# block 1

Block 1, routing congestion map:
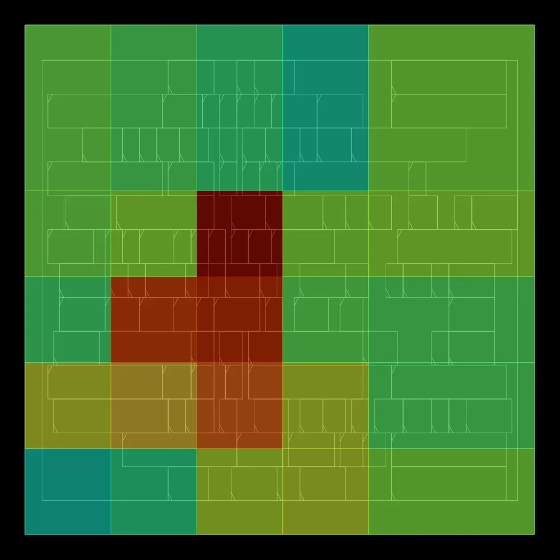
===== src/rtl/pipe_ctrl_chain_if.sv =====
// Handshake, stall/flush and occupancy bundle for the control-signal pipeline chain.
// Valid/ready: a transfer fires on a cycle where valid and ready are both 1 at the rising edge.
interface pipe_ctrl_chain_if #(
  parameter int WIDTH = 5,
  parameter int DEPTH = 2
);
  localparam int OCC_W = $clog2(DEPTH + 1);

  logic             in_valid;
  logic [WIDTH-1:0] in_data;
  logic             in_ready;
  logic             out_valid;
  logic [WIDTH-1:0] out_data;
  logic             out_ready;
  logic             stall;
  logic             flush;
  logic [OCC_W-1:0] occupancy;

  modport master (
    output in_valid, in_data, out_ready, stall, flush,
    input  in_ready, out_valid, out_data, occupancy
  );

  modport slave (
    input  in_valid, in_data, out_ready, stall, flush,
    output in_ready, out_valid, out_data, occupancy
  );
endinterface


===== src/rtl/pipe_ctrl_chain.sv =====
// DEPTH-stage elastic pipeline for a WIDTH-bit control bundle with bubble collapse,
// global stall and a flush that refills every stage with the RESET_VAL NOP encoding.
module pipe_ctrl_chain #(
  parameter int               WIDTH     = 5,
  parameter int               DEPTH     = 2,
  parameter logic [WIDTH-1:0] RESET_VAL = '0
) (
  input  logic                clk,
  input  logic                reset,
  pipe_ctrl_chain_if.slave    bus,
  output logic [DEPTH-1:0]    dbg_valid
);
  localparam int OCC_W = $clog2(DEPTH + 1);

  logic [DEPTH-1:0] valid_q, valid_d;
  logic [WIDTH-1:0] data_q [DEPTH];
  logic [WIDTH-1:0] data_d [DEPTH];
  logic [DEPTH-1:0] rdy;
  logic             rdy_out;
  logic [DEPTH-1:0] src_valid;
  logic [WIDTH-1:0] src_data [DEPTH];
  logic [OCC_W-1:0] occ_q, occ_d;
  logic             hold;
  logic             push;
  logic             pop;

  assign hold = bus.stall | bus.flush;

  // A stage can take new data if it is empty or everything downstream moves.
  always_comb begin : ready_chain
    logic r;
    rdy_out = bus.out_ready & ~hold;
    r       = rdy_out;
    rdy     = '0;
    for (int i = DEPTH - 1; i >= 0; i--) begin
      r      = ~valid_q[i] | r;
      rdy[i] = r;
    end
  end

  assign bus.in_ready  = rdy[0] & ~hold & ~reset;
  assign bus.out_valid = valid_q[DEPTH-1] & ~hold;
  assign bus.out_data  = data_q[DEPTH-1];
  assign bus.occupancy = occ_q;
  assign dbg_valid     = valid_q;

  assign push = bus.in_valid & bus.in_ready;
  assign pop  = bus.out_valid & bus.out_ready;

  always_comb begin
    src_valid[0] = bus.in_valid;
    src_data[0]  = bus.in_data;
    for (int i = 1; i < DEPTH; i++) begin
      src_valid[i] = valid_q[i-1];
      src_data[i]  = data_q[i-1];
    end
    for (int i = 0; i < DEPTH; i++) begin
      valid_d[i] = valid_q[i];
      data_d[i]  = data_q[i];
      if (bus.flush) begin
        valid_d[i] = 1'b0;
        data_d[i]  = RESET_VAL;
      end else if (!bus.stall && rdy[i]) begin
        // Bubbles always carry the NOP encoding.
        valid_d[i] = src_valid[i];
        data_d[i]  = src_valid[i] ? src_data[i] : RESET_VAL;
      end
    end
  end

  always_comb begin
    occ_d = occ_q;
    if (bus.flush) begin
      occ_d = '0;
    end else if (push && !pop) begin
      occ_d = occ_q + OCC_W'(1);
    end else if (pop && !push) begin
      occ_d = occ_q - OCC_W'(1);
    end
  end

  always_ff @(posedge clk or posedge reset) begin
    if (reset) begin
      valid_q <= '0;
      occ_q   <= '0;
      for (int i = 0; i < DEPTH; i++) begin
        data_q[i] <= RESET_VAL;
      end
    end else begin
      valid_q <= valid_d;
      occ_q   <= occ_d;
      for (int i = 0; i < DEPTH; i++) begin
        data_q[i] <= data_d[i];
      end
    end
  end
endmodule


===== src/flat_wrapper.sv =====
// flat-port wrapper written by rule: the top's interface ports become plain ports
module pipe_ctrl_chain_flat 
#(
  parameter int               WIDTH     = 5,
  parameter int               DEPTH     = 2,
  parameter logic [WIDTH-1:0] RESET_VAL = '0
)
  (clk, reset, dbg_valid, bus_in_valid, bus_in_data, bus_out_ready, bus_stall, bus_flush, bus_in_ready, bus_out_valid, bus_out_data, bus_occupancy);
  pipe_ctrl_chain_if #(.WIDTH(WIDTH), .DEPTH(DEPTH)) bus_i ();
  input  logic clk;
  input  logic reset;
  output logic [DEPTH-1:0] dbg_valid;
  input wire logic [$bits(bus_i.in_valid)-1:0] bus_in_valid;
  input wire logic [$bits(bus_i.in_data)-1:0] bus_in_data;
  input wire logic [$bits(bus_i.out_ready)-1:0] bus_out_ready;
  input wire logic [$bits(bus_i.stall)-1:0] bus_stall;
  input wire logic [$bits(bus_i.flush)-1:0] bus_flush;
  output wire logic [$bits(bus_i.in_ready)-1:0] bus_in_ready;
  output wire logic [$bits(bus_i.out_valid)-1:0] bus_out_valid;
  output wire logic [$bits(bus_i.out_data)-1:0] bus_out_data;
  output wire logic [$bits(bus_i.occupancy)-1:0] bus_occupancy;
  assign bus_i.in_valid = bus_in_valid;
  assign bus_i.in_data = bus_in_data;
  assign bus_i.out_ready = bus_out_ready;
  assign bus_i.stall = bus_stall;
  assign bus_i.flush = bus_flush;
  assign bus_in_ready = bus_i.in_ready;
  assign bus_out_valid = bus_i.out_valid;
  assign bus_out_data = bus_i.out_data;
  assign bus_occupancy = bus_i.occupancy;
  pipe_ctrl_chain #(.WIDTH(WIDTH), .DEPTH(DEPTH), .RESET_VAL(RESET_VAL)) u_core (.clk(clk), .reset(reset), .bus(bus_i), .dbg_valid(dbg_valid));
endmodule

===== config.mk =====
export PLATFORM = sky130hd
export DESIGN_NAME = pipe_ctrl_chain_flat
export DESIGN_NICKNAME = d
export VERILOG_FILES = /design/src/rtl/pipe_ctrl_chain_if.sv /design/src/rtl/pipe_ctrl_chain.sv /design/src/flat_wrapper.sv
export SDC_FILE = /design/constraint.sdc
export NUM_CORES = 1
export LEC_CHECK = 0
export ABC_AREA = 1
export CAP_MARGIN = 20
export CORE_UTILIZATION = 48
export DETAILED_ROUTE_END_ITERATION = 7
export PLACE_DENSITY = 0.87
export SLEW_MARGIN = 25
export SYNTH_ARGS = -nofsm -noshare
export SYNTH_HDL_FRONTEND = slang
export SYNTH_SLANG_ARGS = --single-unit

===== constraint.sdc =====
create_clock -name clk -period 1.7 [get_ports clk]
set_input_delay 0.17 -clock clk [delete_from_list [all_inputs] [get_ports clk]]
set_output_delay 0.17 -clock clk [all_outputs]
set_load 0.02 [all_outputs]

==> summary.txt <==
impl run done, here's what came out: H-tree Lvls 1, count of cell types in the netlist 18, total nets after synthesis 97, routed vias 648, clk slew on worst S/H paths 0.09 ns, first-pass GRT wire length 2201 um, placeable core area 0.001350 mm2, Final HPWL DP 1175 um, Die Wd 40.92 um, post-synthesis mux area share 0%, Max-Cap Viols 0, CTS max path bufs 2, Fmax 627.7 MHz, RR Startpoint u_core.dbg_valid[0], uppermost layer routed met4, Comb area share 26.37%, Slew headroom 82.79%, post-synth tally of flip-flops with integrated enable 0, Post-CTS Setup Repair Bufs 0, overall die height 40.92 um, clock buf count 4, Crit. End Element output pin, top cell type's share of synthesized area 48.19%, run status finished, final reports clean, CTS tree built, Logic inverters 19, Max Slew Vio Count 0, bufs w/o clock 28, WP data required 1.53 ns
## Picture notes: 'routing congestion map' of block 1
GR peak layer: met2
All-Layer GR Usage: 21.27%
Core Util, Final: 74.14%

## what timing repair did
| item | CTS | global route |
|---|---|---|
| hold buffers | 0 | 0 |
| resized | 2 | 0 |
| endpoints found under the setup margin | 2 | 0 |
## Yosys cell counts, types with 2 or more instances
| cell type | instances |
|---|---|
| buf_4 | 5 |
| o21ai_0 | 6 |
| o22ai_1 | 5 |
| nand2_1 | 12 |
| inv_1 | 18 |
| nor2_1 | 4 |
| nand3_1 | 11 |
| dfrtp_1 | 14 |
| o21ai_2 | 2 |
## tightest hold or removal path: stages
cell             delay [ns]
clkdlybuf4s50_1        0.46
inv_1                  0.12
buf_4                  0.23

# block 2

Block 2, routed clock nets over the placement:
The bar under the picture is 50 um long.
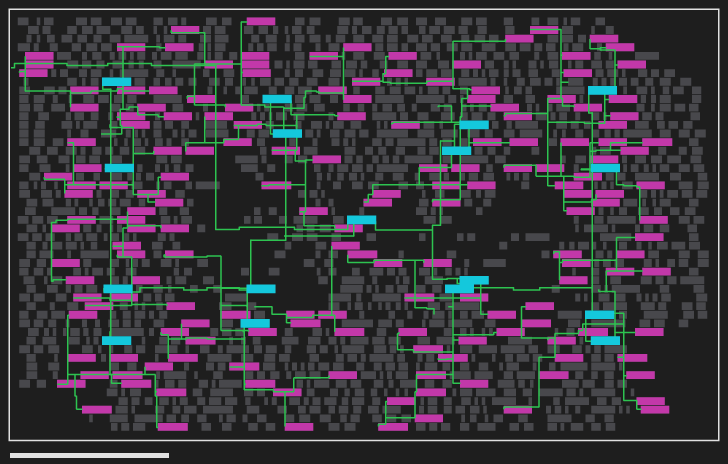
**config.mk**
```make
export PLATFORM = sky130hd
export DESIGN_NAME = lfsr_prng
export DESIGN_NICKNAME = d
export VERILOG_FILES = /design/src/rtl/lfsr_prng.sv
export SDC_FILE = /design/constraint.sdc
export NUM_CORES = 1
export LEC_CHECK = 0
export CELL_PAD_IN_SITES_DETAIL_PLACEMENT = 1
export CELL_PAD_IN_SITES_GLOBAL_PLACEMENT = 1
export CORE_ASPECT_RATIO = 0.6
export CORE_MARGIN = 2
export CORE_UTILIZATION = 30
export DETAILED_ROUTE_END_ITERATION = 8
export PLACE_DENSITY = 0.81
export SETUP_SLACK_MARGIN = 0.15
export SYNTH_ARGS = -nofsm -noshare
export SYNTH_HDL_FRONTEND = slang
export SYNTH_SLANG_ARGS = --single-unit
```
**constraint.sdc**
```tcl
create_clock -name clk -period 1.75 [get_ports clk]
set_input_delay 0.175 -clock clk [delete_from_list [all_inputs] [get_ports clk]]
set_output_delay 0.175 -clock clk [all_outputs]
set_load 0.02 [all_outputs]
```
**src/rtl/lfsr_prng.sv**
```systemverilog
// Fibonacci LFSR pseudo-random word generator with seed loading, zero-seed
// guard, post-seed warm-up and a valid/ready output handshake.
//
// Ports:
//   clk        rising-edge clock
//   rst_n      asynchronous active-low reset
//   en         global advance enable (0 freezes state, FSM and counters)
//   seed_load  load seed_in this cycle (highest priority, works with en=0)
//   seed_in    seed value; zero is replaced by SEED
//   rnd_ready  consumer accepts rnd
//   rnd        current LFSR state (output word)
//   rnd_valid  rnd is valid and unconsumed (RUN & en)
//   seed_zero  one-cycle pulse after a zero seed was replaced by SEED
//   word_cnt   accepted words since last reset / seed load
module lfsr_prng #(
    parameter int unsigned      WIDTH  = 128,
    parameter logic [WIDTH-1:0] TAPS   = 128'hA000_0028_0000_0000_0000_0000_0000_0000,
    parameter logic [WIDTH-1:0] SEED   = WIDTH'(1),
    parameter int unsigned      STEPS  = 1,
    parameter int unsigned      WARMUP = 4
) (
    input  logic             clk,
    input  logic             rst_n,
    input  logic             en,
    input  logic             seed_load,
    input  logic [WIDTH-1:0] seed_in,
    input  logic             rnd_ready,
    output logic [WIDTH-1:0] rnd,
    output logic             rnd_valid,
    output logic             seed_zero,
    output logic [31:0]      word_cnt
);

    localparam int unsigned WCNT_W = 8;
    localparam int unsigned CNT_W  = 32;

    typedef enum logic {
        WARM = 1'b0,
        RUN  = 1'b1
    } fsm_t;

    // With no warm-up the generator is live straight out of reset / seed load.
    localparam fsm_t START_STATE = (WARMUP == 0) ? RUN : WARM;

    fsm_t               fsm_q, fsm_d;
    logic [WIDTH-1:0]   lfsr_q, lfsr_d;
    logic [WCNT_W-1:0]  warm_q, warm_d;
    logic [CNT_W-1:0]   cnt_q, cnt_d;
    logic               seed_zero_q, seed_zero_d;
    logic [WIDTH-1:0]   adv_raw;
    logic [WIDTH-1:0]   adv;

    // One Fibonacci shift: parity of tapped bits enters at the LSB.
    function automatic logic [WIDTH-1:0] lfsr_step(input logic [WIDTH-1:0] s);
        return {s[WIDTH-2:0], ^(s & TAPS)};
    endfunction

    // STEPS single shifts composed into one advance.
    always_comb begin
        adv_raw = lfsr_q;
        for (int unsigned i = 0; i < STEPS; i++) begin
            adv_raw = lfsr_step(adv_raw);
        end
    end

    // Lock-up guard: a degenerate tap mask can never park the generator at zero.
    assign adv = (adv_raw == '0) ? SEED : adv_raw;

    // State register.
    always_ff @(posedge clk or negedge rst_n) begin
        if (!rst_n) begin
            fsm_q       <= START_STATE;
            lfsr_q      <= SEED;
            warm_q      <= WCNT_W'(WARMUP);
            cnt_q       <= '0;
            seed_zero_q <= 1'b0;
        end else begin
            fsm_q       <= fsm_d;
            lfsr_q      <= lfsr_d;
            warm_q      <= warm_d;
            cnt_q       <= cnt_d;
            seed_zero_q <= seed_zero_d;
        end
    end

    // Next-state: seed load beats everything, then warm-up advances, then fires.
    always_comb begin
        fsm_d       = fsm_q;
        lfsr_d      = lfsr_q;
        warm_d      = warm_q;
        cnt_d       = cnt_q;
        seed_zero_d = 1'b0;

        if (seed_load) begin
            if (seed_in == '0) begin
                lfsr_d      = SEED;
                seed_zero_d = 1'b1;
            end else begin
                lfsr_d = seed_in;
            end
            cnt_d  = '0;
            warm_d = WCNT_W'(WARMUP);
            fsm_d  = START_STATE;
        end else if (en) begin
            unique case (fsm_q)
                WARM: begin
                    lfsr_d = adv;
                    warm_d = (warm_q == '0) ? '0 : warm_q - WCNT_W'(1);
                    if (warm_q <= WCNT_W'(1)) begin
                        fsm_d = RUN;
                    end
                end
                RUN: begin
                    if (rnd_ready) begin
                        lfsr_d = adv;
                        cnt_d  = cnt_q + CNT_W'(1);
                    end
                end
                default: fsm_d = START_STATE;
            endcase
        end
    end

    assign rnd       = lfsr_q;
    assign rnd_valid = (fsm_q == RUN) & en;
    assign seed_zero = seed_zero_q;
    assign word_cnt  = cnt_q;

endmodule

```
==> summary.txt <==
impl run done, here's what came out: run status complete, but fails checks, violated checks setup timing, Fin. Hold Viols 0, CTS tree built, end of the critical path rnd[0], max reg flops 128, Leak 7.398 nW, post-cts hold-fix buffer tally 1, metal2 WL 20,370 um, IR drop worst, VDD 0.4756 mV, Syn Inst Count 882, routed wl met3 2172 um, tap cells 375, RSZ-0062 raised after global routing yes, top cells, area dfrtp_1 (49%), mux2i_1 (15%), o21ai_0 (7.8%), setup slack at placement -0.6576 ns, clk slew on worst S/H paths 0.07 ns, r2r setup slk -0.14 ns, final std cells w/o fill 1,804, post-route setup slack -0.1378 ns, register area 0.004285 mm2, nets@finish 1,552, CP Buf/Inv Count 1, final setup vio count 1, H-tree Lvls 4
Notes on 'routed clock nets over the placement' of block 2 above:
[green] clock wires | length: 2,700 um
[magenta] flip-flops | count: 170
[cyan] cells driving clock nets | count: 17
routed clock nets: 18
flops lie: spread over the die
Max Clock Skew: 0.01035 ns
Late-Pin Clk Latency: 0.46 ns
clock group total power: 4.15 mW
Clock Power Share: 31.3%

## report_power, final
| part | internal, mW | switching (mW) |
|---|---|---|
| clock network | 2.34 | 1.80 |
| logic | 1.96 | 2.28 |
| registers | 4.40 | 0.446 |
| total | 8.70 | 4.53 |
## cell families (layout without fill, tap and decap cells)
family | count (synthesis) | after routing | synth area share (%)
compound gates | 159 | 159 | 9.841
mux | 131 | 131 | 15.17
simple gates | 326 | 327 | 18.86
fa+ha+maj | 4 | 4 | 0.5789
other cells | 0 | 1 | 0
flops | 170 | 170 | 49.23
buf+inv | 65 | 610 | 3.589
xor+xnor | 27 | 27 | 2.735

# block 3

**config.mk**
```make
export PLATFORM = sky130hd
export DESIGN_NAME = register_file
export DESIGN_NICKNAME = d
export VERILOG_FILES = /design/src/rtl/register_file_pkg.sv /design/src/rtl/register_file_read_port.sv /design/src/rtl/register_file.sv
export SDC_FILE = /design/constraint.sdc
export NUM_CORES = 1
export LEC_CHECK = 0
export ABC_AREA = 1
export CORE_UTILIZATION = 58
export CTS_CLUSTER_SIZE = 24
export DETAILED_ROUTE_END_ITERATION = 7
export GPL_ROUTABILITY_DRIVEN = 0
export PLACE_DENSITY = 0.91
export SYNTH_ARGS = -nofsm -noshare
export SYNTH_HDL_FRONTEND = slang
export SYNTH_SLANG_ARGS = --single-unit
```
**constraint.sdc**
```tcl
create_clock -name clk -period 1.8 [get_ports clk]
set_clock_uncertainty 0.15 [all_clocks]
set_input_delay 0.45 -clock clk [delete_from_list [all_inputs] [get_ports clk]]
set_output_delay 0.45 -clock clk [all_outputs]
set_load 0.05 [all_outputs]
```
**src/rtl/register_file_pkg.sv**
```systemverilog
// Shared WF8 defaults and small helpers for the register bank and its read ports.
package register_file_pkg;

  localparam int unsigned WF8_BIT_COUNT = 8;
  localparam int unsigned WF8_REG_COUNT = 4;
  localparam int unsigned WF8_BYPASS    = 1;
  localparam int unsigned WF8_ZERO_REG  = 0;

  // True when an address names a real entry that may be written or reserved.
  function automatic logic addr_writable(input int unsigned addr, input int unsigned reg_count,
                                         input int unsigned zero_reg);
    return (addr < reg_count) && !((zero_reg != 0) && (addr == 0));
  endfunction

endpackage

```
**src/rtl/register_file_read_port.sv**
```systemverilog
// One registered read port: range check, hardwired-zero entry and write-to-read bypass.
module register_file_read_port
  import register_file_pkg::*;
#(
  parameter int unsigned BIT_COUNT = WF8_BIT_COUNT,
  parameter int unsigned REG_COUNT = WF8_REG_COUNT,
  parameter int unsigned ADDR_W    = $clog2(WF8_REG_COUNT),
  parameter int unsigned BYPASS    = WF8_BYPASS,
  parameter int unsigned ZERO_REG  = WF8_ZERO_REG
) (
  input  logic                                clk,
  input  logic                                rst,
  input  logic                                clr,
  input  logic [REG_COUNT-1:0][BIT_COUNT-1:0] mem,
  input  logic [REG_COUNT-1:0]                busy,
  input  logic                                wr_ok,
  input  logic [ADDR_W-1:0]                   wr_addr,
  input  logic [BIT_COUNT-1:0]                wr_data,
  input  logic                                rd_en,
  input  logic [ADDR_W-1:0]                   rd_addr,
  output logic [BIT_COUNT-1:0]                rd_data,
  output logic                                rd_valid,
  output logic                                rd_busy
);

  logic                 in_range;
  logic                 is_zero;
  logic                 wr_hit;
  logic [BIT_COUNT-1:0] nxt_data;
  logic                 nxt_busy;

  // Select the value this read would capture at the coming edge.
  always_comb begin
    in_range = 32'(rd_addr) < REG_COUNT;
    is_zero  = (ZERO_REG != 0) && (rd_addr == '0);
    wr_hit   = wr_ok && (wr_addr == rd_addr);
    nxt_data = '0;
    nxt_busy = 1'b0;
    if (in_range && !is_zero) begin
      if ((BYPASS != 0) && wr_hit) begin
        nxt_data = wr_data;
      end else begin
        nxt_data = mem[rd_addr];
        nxt_busy = busy[rd_addr];
      end
    end
  end

  always_ff @(posedge clk or negedge rst) begin
    if (!rst) begin
      rd_data  <= '0;
      rd_valid <= 1'b0;
      rd_busy  <= 1'b0;
    end else begin
      rd_valid <= rd_en;
      if (rd_en) begin
        rd_data <= clr ? '0 : nxt_data;
        rd_busy <= clr ? 1'b0 : nxt_busy;
      end
    end
  end

endmodule

```
**src/rtl/register_file.sv**
```systemverilog
// WF8 register bank: storage, busy scoreboard, write/reserve/clear, and two read ports.
module register_file
  import register_file_pkg::*;
#(
  parameter int unsigned BIT_COUNT = WF8_BIT_COUNT,
  parameter int unsigned REG_COUNT = WF8_REG_COUNT,
  parameter int unsigned BYPASS    = WF8_BYPASS,
  parameter int unsigned ZERO_REG  = WF8_ZERO_REG,
  localparam int unsigned ADDR_W   = $clog2(REG_COUNT)
) (
  input  logic                 clk,
  input  logic                 rst,
  input  logic                 clr,
  input  logic                 wr_en,
  input  logic [ADDR_W-1:0]    wr_addr,
  input  logic [BIT_COUNT-1:0] wr_data,
  input  logic                 rsv_en,
  input  logic [ADDR_W-1:0]    rsv_addr,
  input  logic                 rd_en_a,
  input  logic [ADDR_W-1:0]    rd_addr_a,
  output logic [BIT_COUNT-1:0] rd_data_a,
  output logic                 rd_valid_a,
  output logic                 rd_busy_a,
  input  logic                 rd_en_b,
  input  logic [ADDR_W-1:0]    rd_addr_b,
  output logic [BIT_COUNT-1:0] rd_data_b,
  output logic                 rd_valid_b,
  output logic                 rd_busy_b,
  output logic [REG_COUNT-1:0] busy
);

  logic [REG_COUNT-1:0][BIT_COUNT-1:0] mem;
  logic                                wr_ok;
  logic                                rsv_ok;

  assign wr_ok  = wr_en  && addr_writable(32'(wr_addr),  REG_COUNT, ZERO_REG);
  assign rsv_ok = rsv_en && addr_writable(32'(rsv_addr), REG_COUNT, ZERO_REG);

  // Reserve is applied after the write so it wins on the same address.
  always_ff @(posedge clk or negedge rst) begin
    if (!rst) begin
      mem  <= '0;
      busy <= '0;
    end else if (clr) begin
      mem  <= '0;
      busy <= '0;
    end else begin
      if (wr_ok) begin
        mem[wr_addr]  <= wr_data;
        busy[wr_addr] <= 1'b0;
      end
      if (rsv_ok) begin
        busy[rsv_addr] <= 1'b1;
      end
    end
  end

  register_file_read_port #(
    .BIT_COUNT (BIT_COUNT),
    .REG_COUNT (REG_COUNT),
    .ADDR_W    (ADDR_W),
    .BYPASS    (BYPASS),
    .ZERO_REG  (ZERO_REG)
  ) u_port_a (
    .clk      (clk),
    .rst      (rst),
    .clr      (clr),
    .mem      (mem),
    .busy     (busy),
    .wr_ok    (wr_ok),
    .wr_addr  (wr_addr),
    .wr_data  (wr_data),
    .rd_en    (rd_en_a),
    .rd_addr  (rd_addr_a),
    .rd_data  (rd_data_a),
    .rd_valid (rd_valid_a),
    .rd_busy  (rd_busy_a)
  );

  register_file_read_port #(
    .BIT_COUNT (BIT_COUNT),
    .REG_COUNT (REG_COUNT),
    .ADDR_W    (ADDR_W),
    .BYPASS    (BYPASS),
    .ZERO_REG  (ZERO_REG)
  ) u_port_b (
    .clk      (clk),
    .rst      (rst),
    .clr      (clr),
    .mem      (mem),
    .busy     (busy),
    .wr_ok    (wr_ok),
    .wr_addr  (wr_addr),
    .wr_data  (wr_data),
    .rd_en    (rd_en_b),
    .rd_addr  (rd_addr_b),
    .rd_data  (rd_data_b),
    .rd_valid (rd_valid_b),
    .rd_busy  (rd_busy_b)
  );

endmodule

```
Block 3, the metal 3 layer:
The bar under the picture is 20 um long. Cells faint in the background.
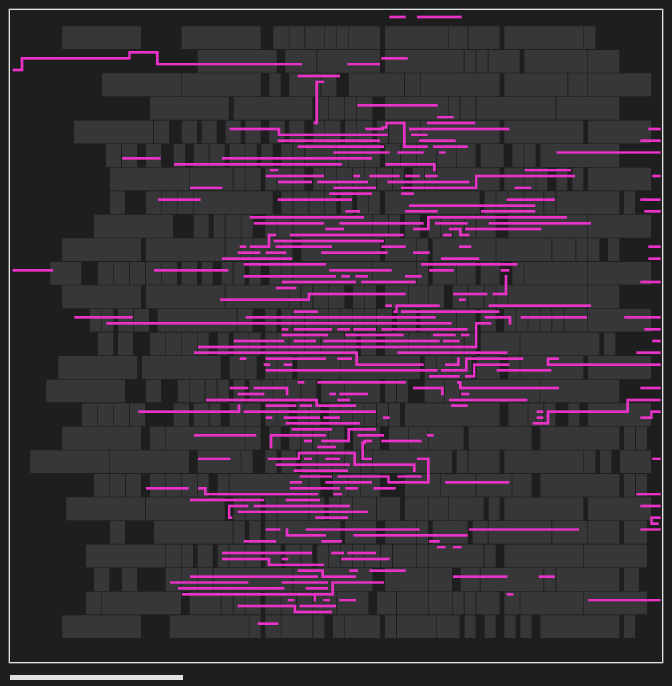
longest straight run: 39.6 um
main direction: horizontal
nets with wire on the layer: 145
share of all routed wire: 13%
wire length on this layer: 1,440 um
Routed WL: 11,170 um
met3 Use GR: 15.13%
routed vias: 3,627

Block 3, routed clock nets over the placement:
The bar under the picture is 20 um long.
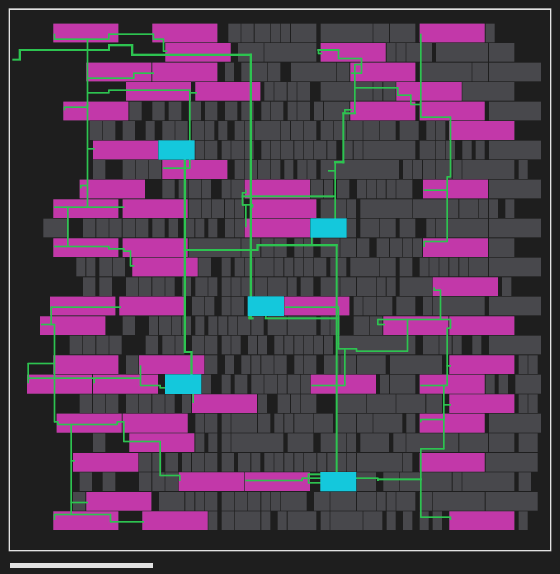
[cyan] cells driving clock nets | count: 5
[magenta] flip-flops | count: 56
[green] clock wires | length: 667 um
flops lie: spread over the die
routed clock nets: 6
Clock Power Share: 29.8%
clock group total power: 0.965 mW
Late-Pin Clk Latency: 0.32 ns

Block 3, wiring by layer:
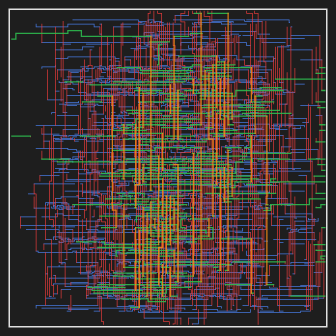
[blue] met1 | wire length: 3,880 um
[green] met3 | wire length: 1,440 um
[red] met2 | wire length: 5,030 um
[orange] met4 | wire length: 817 um
All-Layer GR Usage: 41.66%
Routed WL per cell: 20.52 um

==> summary.txt <==
impl run done, here's what came out: cell area power density 772.4 mW/mm2, clock root buffer master clkbuf_8, r2r setup slk 0.45 ns, Final Instance Area 0.004193 mm2, fp_density 60.59%, GRT Residual Overflow 0, most instantiated cells after synthesis nand2_1 (155), nand3_1 (84), dfrtp_1 (56), Synth area leader dfrtp_1, first-pass detailed-route iteration total 8, run status complete, but fails checks, async set-reset flop share out of synthesis 100.0%, filler instances 283, WP data required 1.91 ns, drt drc 26, largest net degree at the start of global routing 57, Period Utilization, post-route 97.23%, overall die height 75.28 um, ys flops 56, Core Util, Final 81.57%, CTS max path bufs 2, IO buf count 46, violated checks DRC, Power Internal 2.221 mW, post-route setup slack 0.04987 ns, layout cells sized above 1 17.93%, Biggest Area Class combinational gates
-- cells by family (layout without fill, tap and decap cells) --
logic type	after synthesis	in the layout	share of synthesized area (%)
AND/OR/NAND/NOR	276	276	42.27
flip-flops	56	56	45.00
AND-OR/OR-AND	40	40	6.428
buffers and inverters	40	102	6.308
-- per-layer routing --
metal	part of all wire, %	wire, um	vias to the layer above	track usage, %
li1	-	-	1497	-
met3	13	1436	118	15.13
met2	45	5033	371	63.76
met5	0	0	-	0
met1	35	3878	1641	50.91
met4	7.3	816	0	24.28

# block 4

**config.mk**
```make
export PLATFORM = sky130hd
export DESIGN_NAME = load_store_unit
export DESIGN_NICKNAME = d
export VERILOG_FILES = /design/src/rtl/rv32i_pkg.sv /design/src/rtl/lsu_load_align.sv /design/src/rtl/load_store_unit.sv
export SDC_FILE = /design/constraint.sdc
export NUM_CORES = 1
export LEC_CHECK = 0
export CAP_MARGIN = 20
export CORE_AREA = 3 3 124 126
export DETAILED_ROUTE_END_ITERATION = 16
export DIE_AREA = 0 0 127 129
export GPL_ROUTABILITY_DRIVEN = 0
export PLACE_DENSITY_LB_ADDON = 0.08
export SETUP_SLACK_MARGIN = 0.1
export SLEW_MARGIN = 20
export SYNTH_ARGS = -nofsm -noshare
export SYNTH_HDL_FRONTEND = slang
export SYNTH_SLANG_ARGS = --single-unit
```
**constraint.sdc**
```tcl
create_clock -name clk -period 6.2 [get_ports clk]
set_input_delay 1.24 -clock clk [delete_from_list [all_inputs] [get_ports clk]]
set_output_delay 1.24 -clock clk [all_outputs]
set_load 0.01 [all_outputs]
```
**src/rtl/rv32i_pkg.sv**
```systemverilog
// Shared RV32I load/store encodings, LSU state type and lane-offset helper.
package rv32i_pkg;

    localparam logic [2:0] F3_B  = 3'b000;
    localparam logic [2:0] F3_H  = 3'b001;
    localparam logic [2:0] F3_W  = 3'b010;
    localparam logic [2:0] F3_BU = 3'b100;
    localparam logic [2:0] F3_HU = 3'b101;

    typedef enum logic [1:0] {
        IDLE = 2'd0,
        REQ  = 2'd1,
        WB   = 2'd2
    } lsu_state_t;

    // Byte lane used by an access: bytes honour both low bits, halfwords only
    // addr[1], words always lane 0 (low bits are ignored when not trapping).
    function automatic logic [1:0] lane_offset(input logic [2:0] f3, input logic [1:0] a);
        logic [1:0] off;
        off = 2'b00;
        if (f3 == F3_B || f3 == F3_BU) begin
            off = a;
        end else if (f3 == F3_H || f3 == F3_HU) begin
            off = {a[1], 1'b0};
        end
        return off;
    endfunction

endpackage

```
**src/rtl/lsu_load_align.sv**
```systemverilog
// Load data path: selects the addressed lane of the read word and sign/zero extends it.
module lsu_load_align
    import rv32i_pkg::*;
(
    input  logic [31:0] rdata_i,
    input  logic [1:0]  addr_lo_i,
    input  logic [2:0]  funct3_i,
    output logic [31:0] data_o
);

    logic [31:0] shifted;

    always_comb begin
        shifted = rdata_i >> {lane_offset(funct3_i, addr_lo_i), 3'b000};
        case (funct3_i)
            F3_B:    data_o = {{24{shifted[7]}}, shifted[7:0]};
            F3_H:    data_o = {{16{shifted[15]}}, shifted[15:0]};
            F3_BU:   data_o = {24'h000000, shifted[7:0]};
            F3_HU:   data_o = {16'h0000, shifted[15:0]};
            default: data_o = shifted;
        endcase
    end

endmodule

```
**src/rtl/load_store_unit.sv**
```systemverilog
// RV32I load/store unit: valid/ready issue, req/ack memory port, one-cycle writeback pulse.
// Define MISALIGN_TRAP_EN to fault misaligned halfword/word accesses instead of ignoring low bits.
module load_store_unit
    import rv32i_pkg::*;
#(
    parameter int Data_Width   = 32,
    parameter int AddrRegWidth = 5
) (
    input  logic                    clk,
    input  logic                    rst,
    input  logic                    req_valid,
    output logic                    req_ready,
    input  logic                    is_load,
    input  logic                    is_store,
    input  logic [2:0]              funct3,
    input  logic [Data_Width-1:0]   op_a,
    input  logic [Data_Width-1:0]   op_b,
    input  logic [Data_Width-1:0]   imm,
    input  logic [AddrRegWidth-1:0] rd_in,
    output logic                    mem_req,
    output logic                    mem_we,
    output logic [Data_Width-1:0]   mem_addr,
    output logic [Data_Width-1:0]   mem_wdata,
    output logic [3:0]              mem_wstrb,
    input  logic                    mem_ack,
    input  logic [Data_Width-1:0]   mem_rdata,
    output logic                    wb_en,
    output logic [AddrRegWidth-1:0] wb_rd,
    output logic [Data_Width-1:0]   wb_data,
    output logic                    fault
);

    lsu_state_t              state_q, state_d;
    logic                    mem_req_q, mem_we_q;
    logic [31:0]             mem_addr_q, mem_wdata_q;
    logic [3:0]              mem_wstrb_q;
    logic [2:0]              funct3_q;
    logic [1:0]              addr_lo_q;
    logic [AddrRegWidth-1:0] rd_q, wb_rd_q;
    logic                    load_q, wb_en_q, fault_q;
    logic [31:0]             wb_data_q;

    logic        accept, illegal, go, misalign, load_f3_ok, store_f3_ok, do_wb;
    logic [31:0] eff_addr, st_wdata, ld_data;
    logic [3:0]  st_wstrb;
    logic [1:0]  off;

    always_comb begin
        eff_addr    = op_a + imm;
        accept      = req_valid && (state_q == IDLE);
        load_f3_ok  = (funct3 == F3_B) || (funct3 == F3_H) || (funct3 == F3_W) ||
                      (funct3 == F3_BU) || (funct3 == F3_HU);
        store_f3_ok = (funct3 == F3_B) || (funct3 == F3_H) || (funct3 == F3_W);
`ifdef MISALIGN_TRAP_EN
        misalign    = (((funct3 == F3_H) || (funct3 == F3_HU)) && eff_addr[0]) ||
                      ((funct3 == F3_W) && (eff_addr[1:0] != 2'b00));
`else
        misalign    = 1'b0;
`endif
        illegal     = (is_load && is_store) ||
                      (is_load && !load_f3_ok) ||
                      (is_store && !store_f3_ok) ||
                      ((is_load || is_store) && misalign);
        go          = accept && (is_load ^ is_store) && !illegal;
        off         = lane_offset(funct3, eff_addr[1:0]);
        case (funct3)
            F3_B: begin
                st_wdata = {4{op_b[7:0]}};
                st_wstrb = 4'b0001 << off;
            end
            F3_H: begin
                st_wdata = {2{op_b[15:0]}};
                st_wstrb = 4'b0011 << off;
            end
            default: begin
                st_wdata = op_b;
                st_wstrb = 4'b1111;
            end
        endcase
    end

    lsu_load_align u_align (
        .rdata_i   (mem_rdata),
        .addr_lo_i (addr_lo_q),
        .funct3_i  (funct3_q),
        .data_o    (ld_data)
    );

    // Loads to x0 complete the access but skip the writeback state entirely.
    assign do_wb = load_q && (rd_q != '0);

    always_comb begin
        state_d = state_q;
        case (state_q)
            IDLE:    if (go) state_d = REQ;
            REQ:     if (mem_ack) state_d = do_wb ? WB : IDLE;
            WB:      state_d = IDLE;
            default: state_d = IDLE;
        endcase
    end

    always_ff @(posedge clk or posedge rst) begin
        if (rst) begin
            state_q     <= IDLE;
            mem_req_q   <= 1'b0;
            mem_we_q    <= 1'b0;
            mem_addr_q  <= '0;
            mem_wdata_q <= '0;
            mem_wstrb_q <= '0;
            funct3_q    <= '0;
            addr_lo_q   <= '0;
            rd_q        <= '0;
            load_q      <= 1'b0;
            wb_en_q     <= 1'b0;
            wb_rd_q     <= '0;
            wb_data_q   <= '0;
            fault_q     <= 1'b0;
        end else begin
            state_q <= state_d;
            fault_q <= accept && illegal;
            wb_en_q <= 1'b0;
            if (state_q == IDLE && go) begin
                mem_req_q   <= 1'b1;
                mem_we_q    <= is_store;
                mem_addr_q  <= {eff_addr[31:2], 2'b00};
                mem_wdata_q <= is_store ? st_wdata : '0;
                mem_wstrb_q <= is_store ? st_wstrb : '0;
                funct3_q    <= funct3;
                addr_lo_q   <= eff_addr[1:0];
                rd_q        <= rd_in;
                load_q      <= is_load;
            end
            if (state_q == REQ && mem_ack) begin
                mem_req_q <= 1'b0;
                if (do_wb) begin
                    wb_en_q   <= 1'b1;
                    wb_rd_q   <= rd_q;
                    wb_data_q <= ld_data;
                end
            end
        end
    end

    assign req_ready = (state_q == IDLE);
    assign mem_req   = mem_req_q;
    assign mem_we    = mem_we_q;
    assign mem_addr  = mem_addr_q;
    assign mem_wdata = mem_wdata_q;
    assign mem_wstrb = mem_wstrb_q;
    assign wb_en     = wb_en_q;
    assign wb_rd     = wb_rd_q;
    assign wb_data   = wb_data_q;
    assign fault     = fault_q;

endmodule

```
Block 4, routed clock nets over the placement:
The bar under the picture is 50 um long.
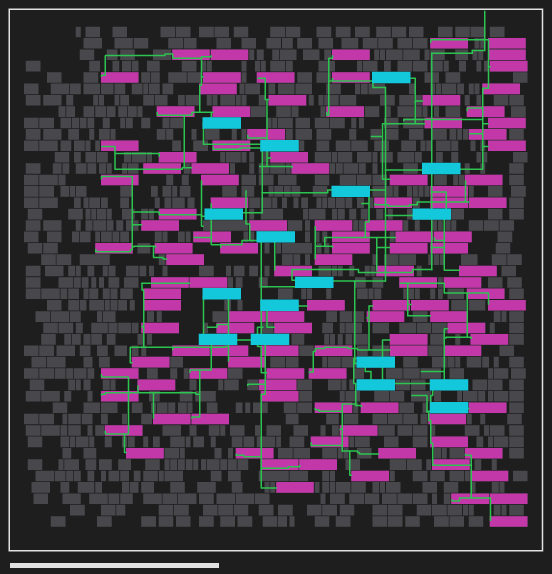
[magenta] flip-flops | count: 120
[green] clock wires | length: 1,520 um
[cyan] cells driving clock nets | count: 17
flops lie: spread over the die
routed clock nets: 18
Clock Power Share: 26.0%
Max Clock Skew: 0.01543 ns
Late-Pin Clk Latency: 0.41 ns
clock group total power: 0.943 mW

Block 4, routing congestion map:
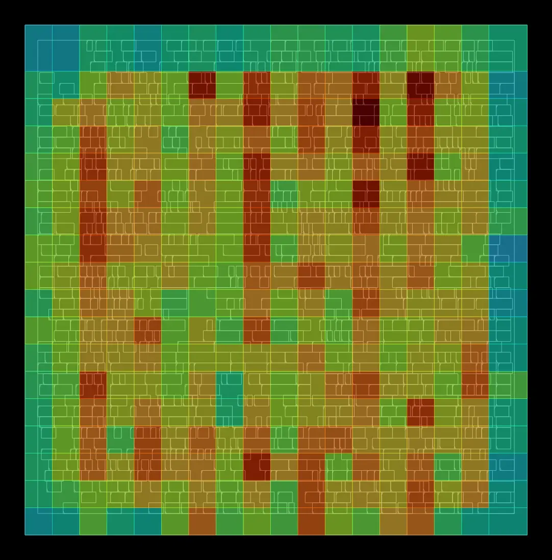
GR peak layer: met2
All-Layer GR Usage: 24.17%
Core Util, Final: 70.90%

Block 4, metal 2:
Cells faint in the background.
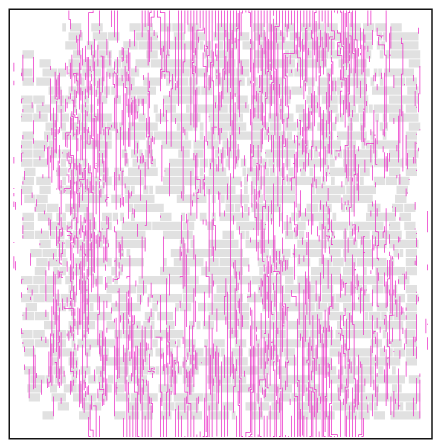
longest straight run: 61.2 um
wire length on this layer: 9,720 um
GR Layer Usage met2: 40.01%
Routed WL: 20,010 um
routed vias: 6,479

==> cell families after synthesis <==
kind of cell | share of synthesized area (%)
other | 0.05363
and+or+nand+nor | 19.41
buffers and inverters | 3.059
DFF | 42.94
AOI/OAI and AO/OA | 16.89
adders and majority gates | 6.012
xor gates and xnor gates | 2.380
muxes | 9.250
==> where the power goes <==
| group | internal (mW) | switching (mW) | total, mW |
|---|---|---|---|
| registers | 1.07 | 0.178 | 1.25 |
| clock network | 0.593 | 0.351 | 0.943 |
| logic | 0.796 | 0.641 | 1.44 |
| total | 2.46 | 1.17 | 3.63 |
==> summary.txt <==
impl run done, here's what came out: RR Startpoint funct3_q[1], count of cell types in the netlist 55, Max-Cap Viols 0, CTS tree built, CP Buf/Inv Count 2, dpl cells 1,182, post-synth tally of flip-flops with integrated enable 0, Hold/Removal Path Class reg2reg, WL met1 8769 um, layout cells sized above 1 7.767%, slowest stage delay, CP 0.79 ns, Final TNS setup 0 ns, fp_density 48.48%, Multi-Input Combinational 608, Post-CTS Setup Repair Bufs 0, IO Count 252, met3 Use GR 4.649%, run status finished, final reports clean

# block 5

Block 5, metal 2:
Cells faint in the background.
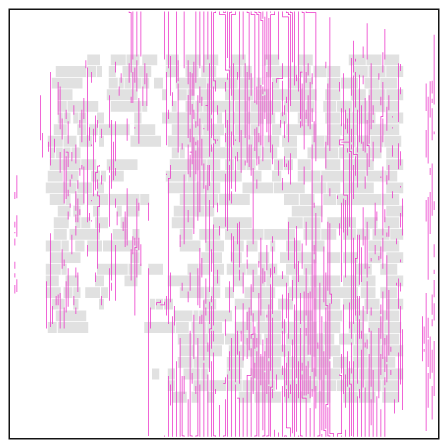
Block 5, wiring by layer:
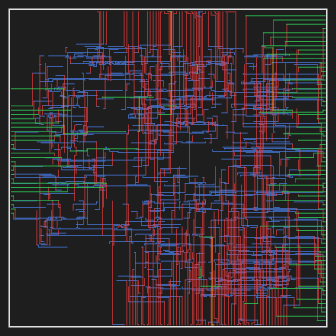
Block 5, routed clock nets over the placement:
The bar under the picture is 20 um long.
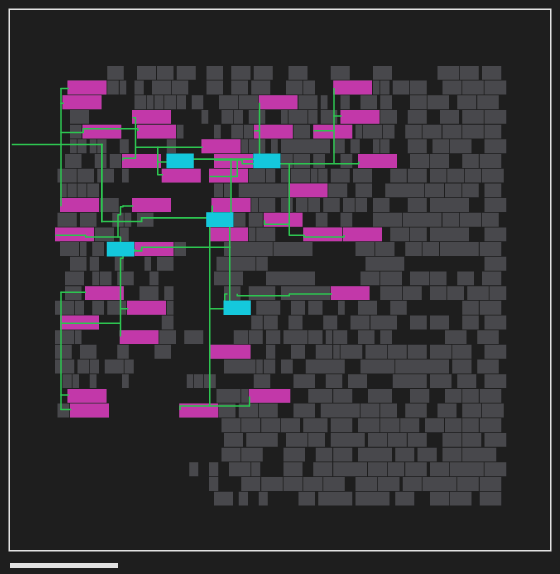
`src/rtl/npc_pkg.sv`:
```
`default_nettype none
// ============================================================================
//  Module      : npc_pkg
//  Description : Shared constants and types for the NPC core memory path.
//                Holds the error-fetch instruction, the default RAM base
//                address and the fetch-responder state encoding.
//  Revision    : 1.0 - initial release
// ============================================================================
package npc_pkg;

  // addi x0, x0, 0 -- handed back on any rejected fetch
  localparam logic [31:0] NOP_INST      = 32'h0000_0013;

  // Byte address that maps to RAM word 0
  localparam logic [31:0] BASE_ADDR_DEF = 32'h8000_0000;

  typedef enum logic [1:0] {
    ST_IDLE = 2'd0,
    ST_READ = 2'd1,
    ST_ERR  = 2'd2,
    ST_RESP = 2'd3
  } fetch_state_e;

endpackage : npc_pkg
`default_nettype wire

```
`src/rtl/imem_addr_check.sv`:
```
`default_nettype none
// ============================================================================
//  Module      : imem_addr_check
//  Description : Combinational PC decode for a word-addressed RAM window.
//                Reports alignment, whether the PC lies inside
//                [BASE_ADDR, BASE_ADDR + 4*2^ADDR_W) and the RAM word index.
//                Shared by the instruction and data memory paths.
//  Ports       : req_pc   - byte address to decode
//                in_range - address falls inside the RAM window
//                aligned  - address is 4-byte aligned
//                word_idx - RAM word index (only meaningful when in_range)
//  Revision    : 1.0 - initial release
// ============================================================================
module imem_addr_check #(
  parameter int unsigned ADDR_W    = 10,
  parameter logic [31:0] BASE_ADDR = npc_pkg::BASE_ADDR_DEF
) (
  input  logic [31:0]       req_pc,
  output logic              in_range,
  output logic              aligned,
  output logic [ADDR_W-1:0] word_idx
);

  // BASE_ADDR is assumed word-aligned and ADDR_W <= 29, so the offset can be
  // taken on word addresses directly. Any offset bit above the RAM index
  // means the PC is past the end of the window.
  logic [29:0] w_word_off;

  assign w_word_off = req_pc[31:2] - BASE_ADDR[31:2];
  assign aligned    = (req_pc[1:0] == 2'b00);
  // The explicit lower-bound compare rejects PCs below the base, whose
  // subtraction would otherwise wrap into a small-looking offset.
  assign in_range   = (req_pc >= BASE_ADDR) && (w_word_off[29:ADDR_W] == '0);
  assign word_idx   = w_word_off[ADDR_W-1:0];

endmodule : imem_addr_check
`default_nettype wire

```
`src/rtl/imem_fetch_resp.sv`:
```
`default_nettype none
// ============================================================================
//  Module      : imem_fetch_resp
//  Description : Instruction-memory responder for the NPC core fetch stage.
//                Accepts a byte PC on a valid/ready request channel, reads a
//                block RAM with 1-cycle synchronous read latency and returns
//                the instruction on a valid/ready response channel. Bad PCs
//                (misaligned / out of window) return NOP_INST with resp_err
//                after the same latency as a good fetch. A single-cycle
//                word-write load port shares the RAM port and wins over
//                fetch requests when both arrive in IDLE.
//  Ports       : clk, rst                   - clock, sync active-high reset
//                req_valid/req_ready/req_pc - fetch request channel
//                resp_valid/resp_ready      - fetch response channel
//                resp_inst/resp_err         - response payload
//                ld_valid/ld_ready          - RAM load channel
//                ld_addr/ld_data            - load word index and data
//                ram_addr/ram_wen/ram_din   - block RAM port A inputs
//                ram_dout                   - block RAM port A read data
//  Revision    : 1.0 - initial release
// ============================================================================
module imem_fetch_resp #(
  parameter int unsigned ADDR_W    = 10,
  parameter logic [31:0] BASE_ADDR = npc_pkg::BASE_ADDR_DEF,
  parameter logic [31:0] NOP_INST  = npc_pkg::NOP_INST
) (
  input  logic              clk,
  input  logic              rst,
  // fetch request
  input  logic              req_valid,
  output logic              req_ready,
  input  logic [31:0]       req_pc,
  // fetch response
  output logic              resp_valid,
  input  logic              resp_ready,
  output logic [31:0]       resp_inst,
  output logic              resp_err,
  // RAM load port
  input  logic              ld_valid,
  output logic              ld_ready,
  input  logic [ADDR_W-1:0] ld_addr,
  input  logic [31:0]       ld_data,
  // block RAM port A
  output logic [ADDR_W-1:0] ram_addr,
  output logic [3:0]        ram_wen,
  output logic [31:0]       ram_din,
  input  logic [31:0]       ram_dout
);

  import npc_pkg::*;

  fetch_state_e      state_q;
  logic              resp_valid_q;
  logic [31:0]       resp_inst_q;
  logic              resp_err_q;

  logic              w_in_range;
  logic              w_aligned;
  logic [ADDR_W-1:0] w_word_idx;
  logic              w_pc_good;
  logic              w_idle;
  logic              w_ld_fire;
  logic              w_req_fire;

  // --------------------------------------------------------------------------
  // PC decode
  // --------------------------------------------------------------------------
  imem_addr_check #(
    .ADDR_W    (ADDR_W),
    .BASE_ADDR (BASE_ADDR)
  ) u_addr_check (
    .req_pc   (req_pc),
    .in_range (w_in_range),
    .aligned  (w_aligned),
    .word_idx (w_word_idx)
  );

  assign w_pc_good = w_in_range && w_aligned;

  // --------------------------------------------------------------------------
  // Handshakes. Both channels are only open in IDLE; the load port has
  // priority, so a pending load stalls a request for that cycle.
  // --------------------------------------------------------------------------
  assign w_idle     = (state_q == ST_IDLE);
  assign ld_ready   = w_idle;
  assign req_ready  = w_idle && !ld_valid;
  assign w_ld_fire  = ld_ready && ld_valid;
  assign w_req_fire = req_ready && req_valid;

  // --------------------------------------------------------------------------
  // RAM port mux. The RAM registers its address on the same edge that the
  // handshake completes, so address/write data must be driven
  // combinationally in the handshake cycle. Everything is forced idle while
  // rst is high so a load presented during reset cannot corrupt the RAM.
  // --------------------------------------------------------------------------
  always_comb begin
    ram_addr = '0;
    ram_wen  = 4'h0;
    ram_din  = 32'h0;
    if (!rst) begin
      if (w_ld_fire) begin
        ram_addr = ld_addr;
        ram_wen  = 4'hF;
        ram_din  = ld_data;
      end else if (w_req_fire && w_pc_good) begin
        ram_addr = w_word_idx;
      end
    end
  end

  // --------------------------------------------------------------------------
  // Fetch FSM and response register.
  // READ and ERR both take exactly one cycle so good and bad PCs see the
  // same request-to-response latency (handshake at T, resp_valid at T+2).
  // --------------------------------------------------------------------------
  always_ff @(posedge clk) begin
    if (rst) begin
      state_q      <= ST_IDLE;
      resp_valid_q <= 1'b0;
      resp_inst_q  <= NOP_INST;
      resp_err_q   <= 1'b0;
    end else begin
      case (state_q)
        ST_IDLE: begin
          if (w_req_fire) begin
            state_q <= w_pc_good ? ST_READ : ST_ERR;
          end
        end
        ST_READ: begin
          // ram_dout now holds the word addressed in the handshake cycle
          resp_inst_q  <= ram_dout;
          resp_err_q   <= 1'b0;
          resp_valid_q <= 1'b1;
          state_q      <= ST_RESP;
        end
        ST_ERR: begin
          resp_inst_q  <= NOP_INST;
          resp_err_q   <= 1'b1;
          resp_valid_q <= 1'b1;
          state_q      <= ST_RESP;
        end
        ST_RESP: begin
          // payload is left untouched so it stays stable under backpressure
          if (resp_ready) begin
            resp_valid_q <= 1'b0;
            state_q      <= ST_IDLE;
          end
        end
        default: begin
          state_q      <= ST_IDLE;
          resp_valid_q <= 1'b0;
        end
      endcase
    end
  end

  assign resp_valid = resp_valid_q;
  assign resp_inst  = resp_inst_q;
  assign resp_err   = resp_err_q;

endmodule : imem_fetch_resp
`default_nettype wire

```
`config.mk`:
```
export PLATFORM = sky130hd
export DESIGN_NAME = imem_fetch_resp
export DESIGN_NICKNAME = d
export VERILOG_FILES = /design/src/rtl/npc_pkg.sv /design/src/rtl/imem_addr_check.sv /design/src/rtl/imem_fetch_resp.sv
export SDC_FILE = /design/constraint.sdc
export NUM_CORES = 1
export LEC_CHECK = 0
export CAP_MARGIN = 20
export CORE_MARGIN = 8
export CORE_UTILIZATION = 26
export DETAILED_ROUTE_END_ITERATION = 16
export PLACE_DENSITY = 0.78
export SLEW_MARGIN = 20
export SYNTH_ARGS = -nofsm -noshare
export SYNTH_HDL_FRONTEND = slang
export SYNTH_SLANG_ARGS = --single-unit
```
`constraint.sdc`:
```
create_clock -name clk -period 1.6 [get_ports clk]
set_input_delay 0.32 -clock clk [delete_from_list [all_inputs] [get_ports clk]]
set_output_delay 0.32 -clock clk [all_outputs]
set_load 0.03 [all_outputs]
```
==> summary.txt <==
impl run done, here's what came out: Post-CTS Setup Repair Bufs 10, Logic family by area simple AND/OR/NAND/NOR gates, final setup vio count 46, slowest stage delay, CP 0.54 ns, WL met1 3810 um, Fin. Hold Viols 0, via count of the first global-routing pass 2,543, XOR/XNOR share of the synthesized area 0%, Hold/Removal Path Class reg2reg, dpl cells 505, CTS max path bufs 2, Hold Path Cell Cnt 2, met1 global-route usage 18.91%, post-cts hold-fix buffer tally 0, post-route setup slack -0.4600 ns, buffering overhead 51.07%, flip-flops 36, reg2reg end resp_inst[15], run status complete, but fails checks, fp_density 26.89%, Post-synth seq share 39.24%, Slew headroom 75.56%, violated checks setup timing, post-synthesis mux area share 0.5450%, Period Utilization, post-route 128.7%
Notes on 'metal 2' of block 5 above:
main direction: vertical
nets with wire on the layer: 486
GR Layer Usage met2: 33.76%
routed vias: 2,418
Routed WL: 10,050 um

Notes on 'wiring by layer' of block 5 above:
[green] met3 | wire length: 963 um
[red] met2 | wire length: 5,170 um
[blue] met1 | wire length: 3,810 um
[orange] met4 | wire length: 105 um
Routed WL per cell: 19.07 um
All-Layer GR Usage: 18.21%

Notes on 'routed clock nets over the placement' of block 5 above:
[green] clock wires | length: 455 um
[magenta] flip-flops | count: 36
[cyan] cells driving clock nets | count: 5
routed clock nets: 6
Clock Power Share: 9.6%
clock group total power: 0.632 mW

[critical path: cells and delay by family]
family,cells,cell delay (ns)
and+or+nand+nor,3,0.95
AOI/OAI and AO/OA,1,0.12
buffers and inverters,3,0.35
[stage by stage]
step	power [mW]	setup TNS, ns	hold slack, ns
2_1_floorplan	3.718	-1.951	0.4592
3_3_place_gp	5.131	-30.91	0.4662
3_5_place_dp	5.242	-23.13	0.4741
4_1_cts	6.295	-20.64	0.4860
5_1_grt	6.976	-17.81	0.5116
6_report	6.589	-15.18	0.4863
[sequential cells by signal, summed over array words and instances (netlist names)]
register,cells
resp_err,1
resp_valid,1
state_q,2
resp_inst,32


==> layout pictures side by side <==
Metal 2.
Cells faint in the background.
image #1
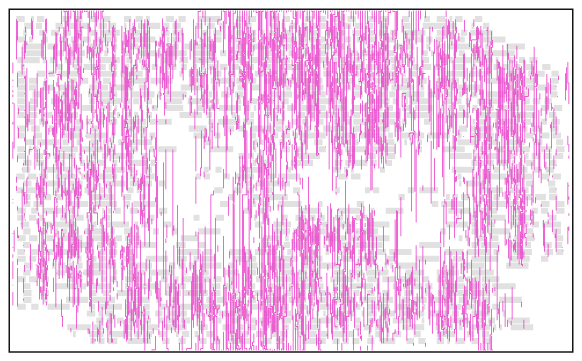
image #2
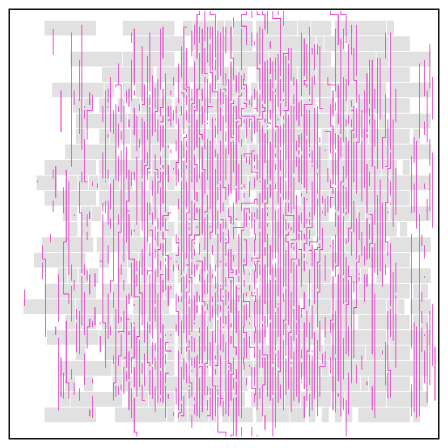
image #3
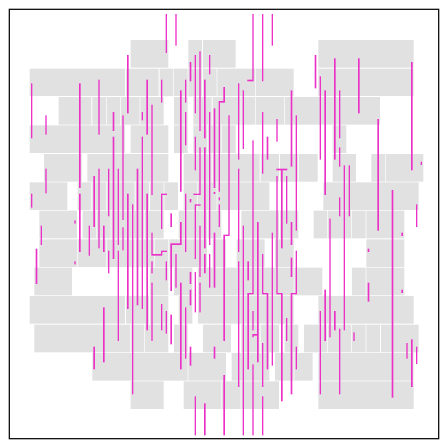
| picture | from |
|---|---|
| image #1 | block 2 |
| image #2 | block 3 |
| image #3 | block 1 |

Key to image #1:
wire length on this layer: 20.4 mm
share of all routed wire: 47%

Power and IR drop assume default switching activity.
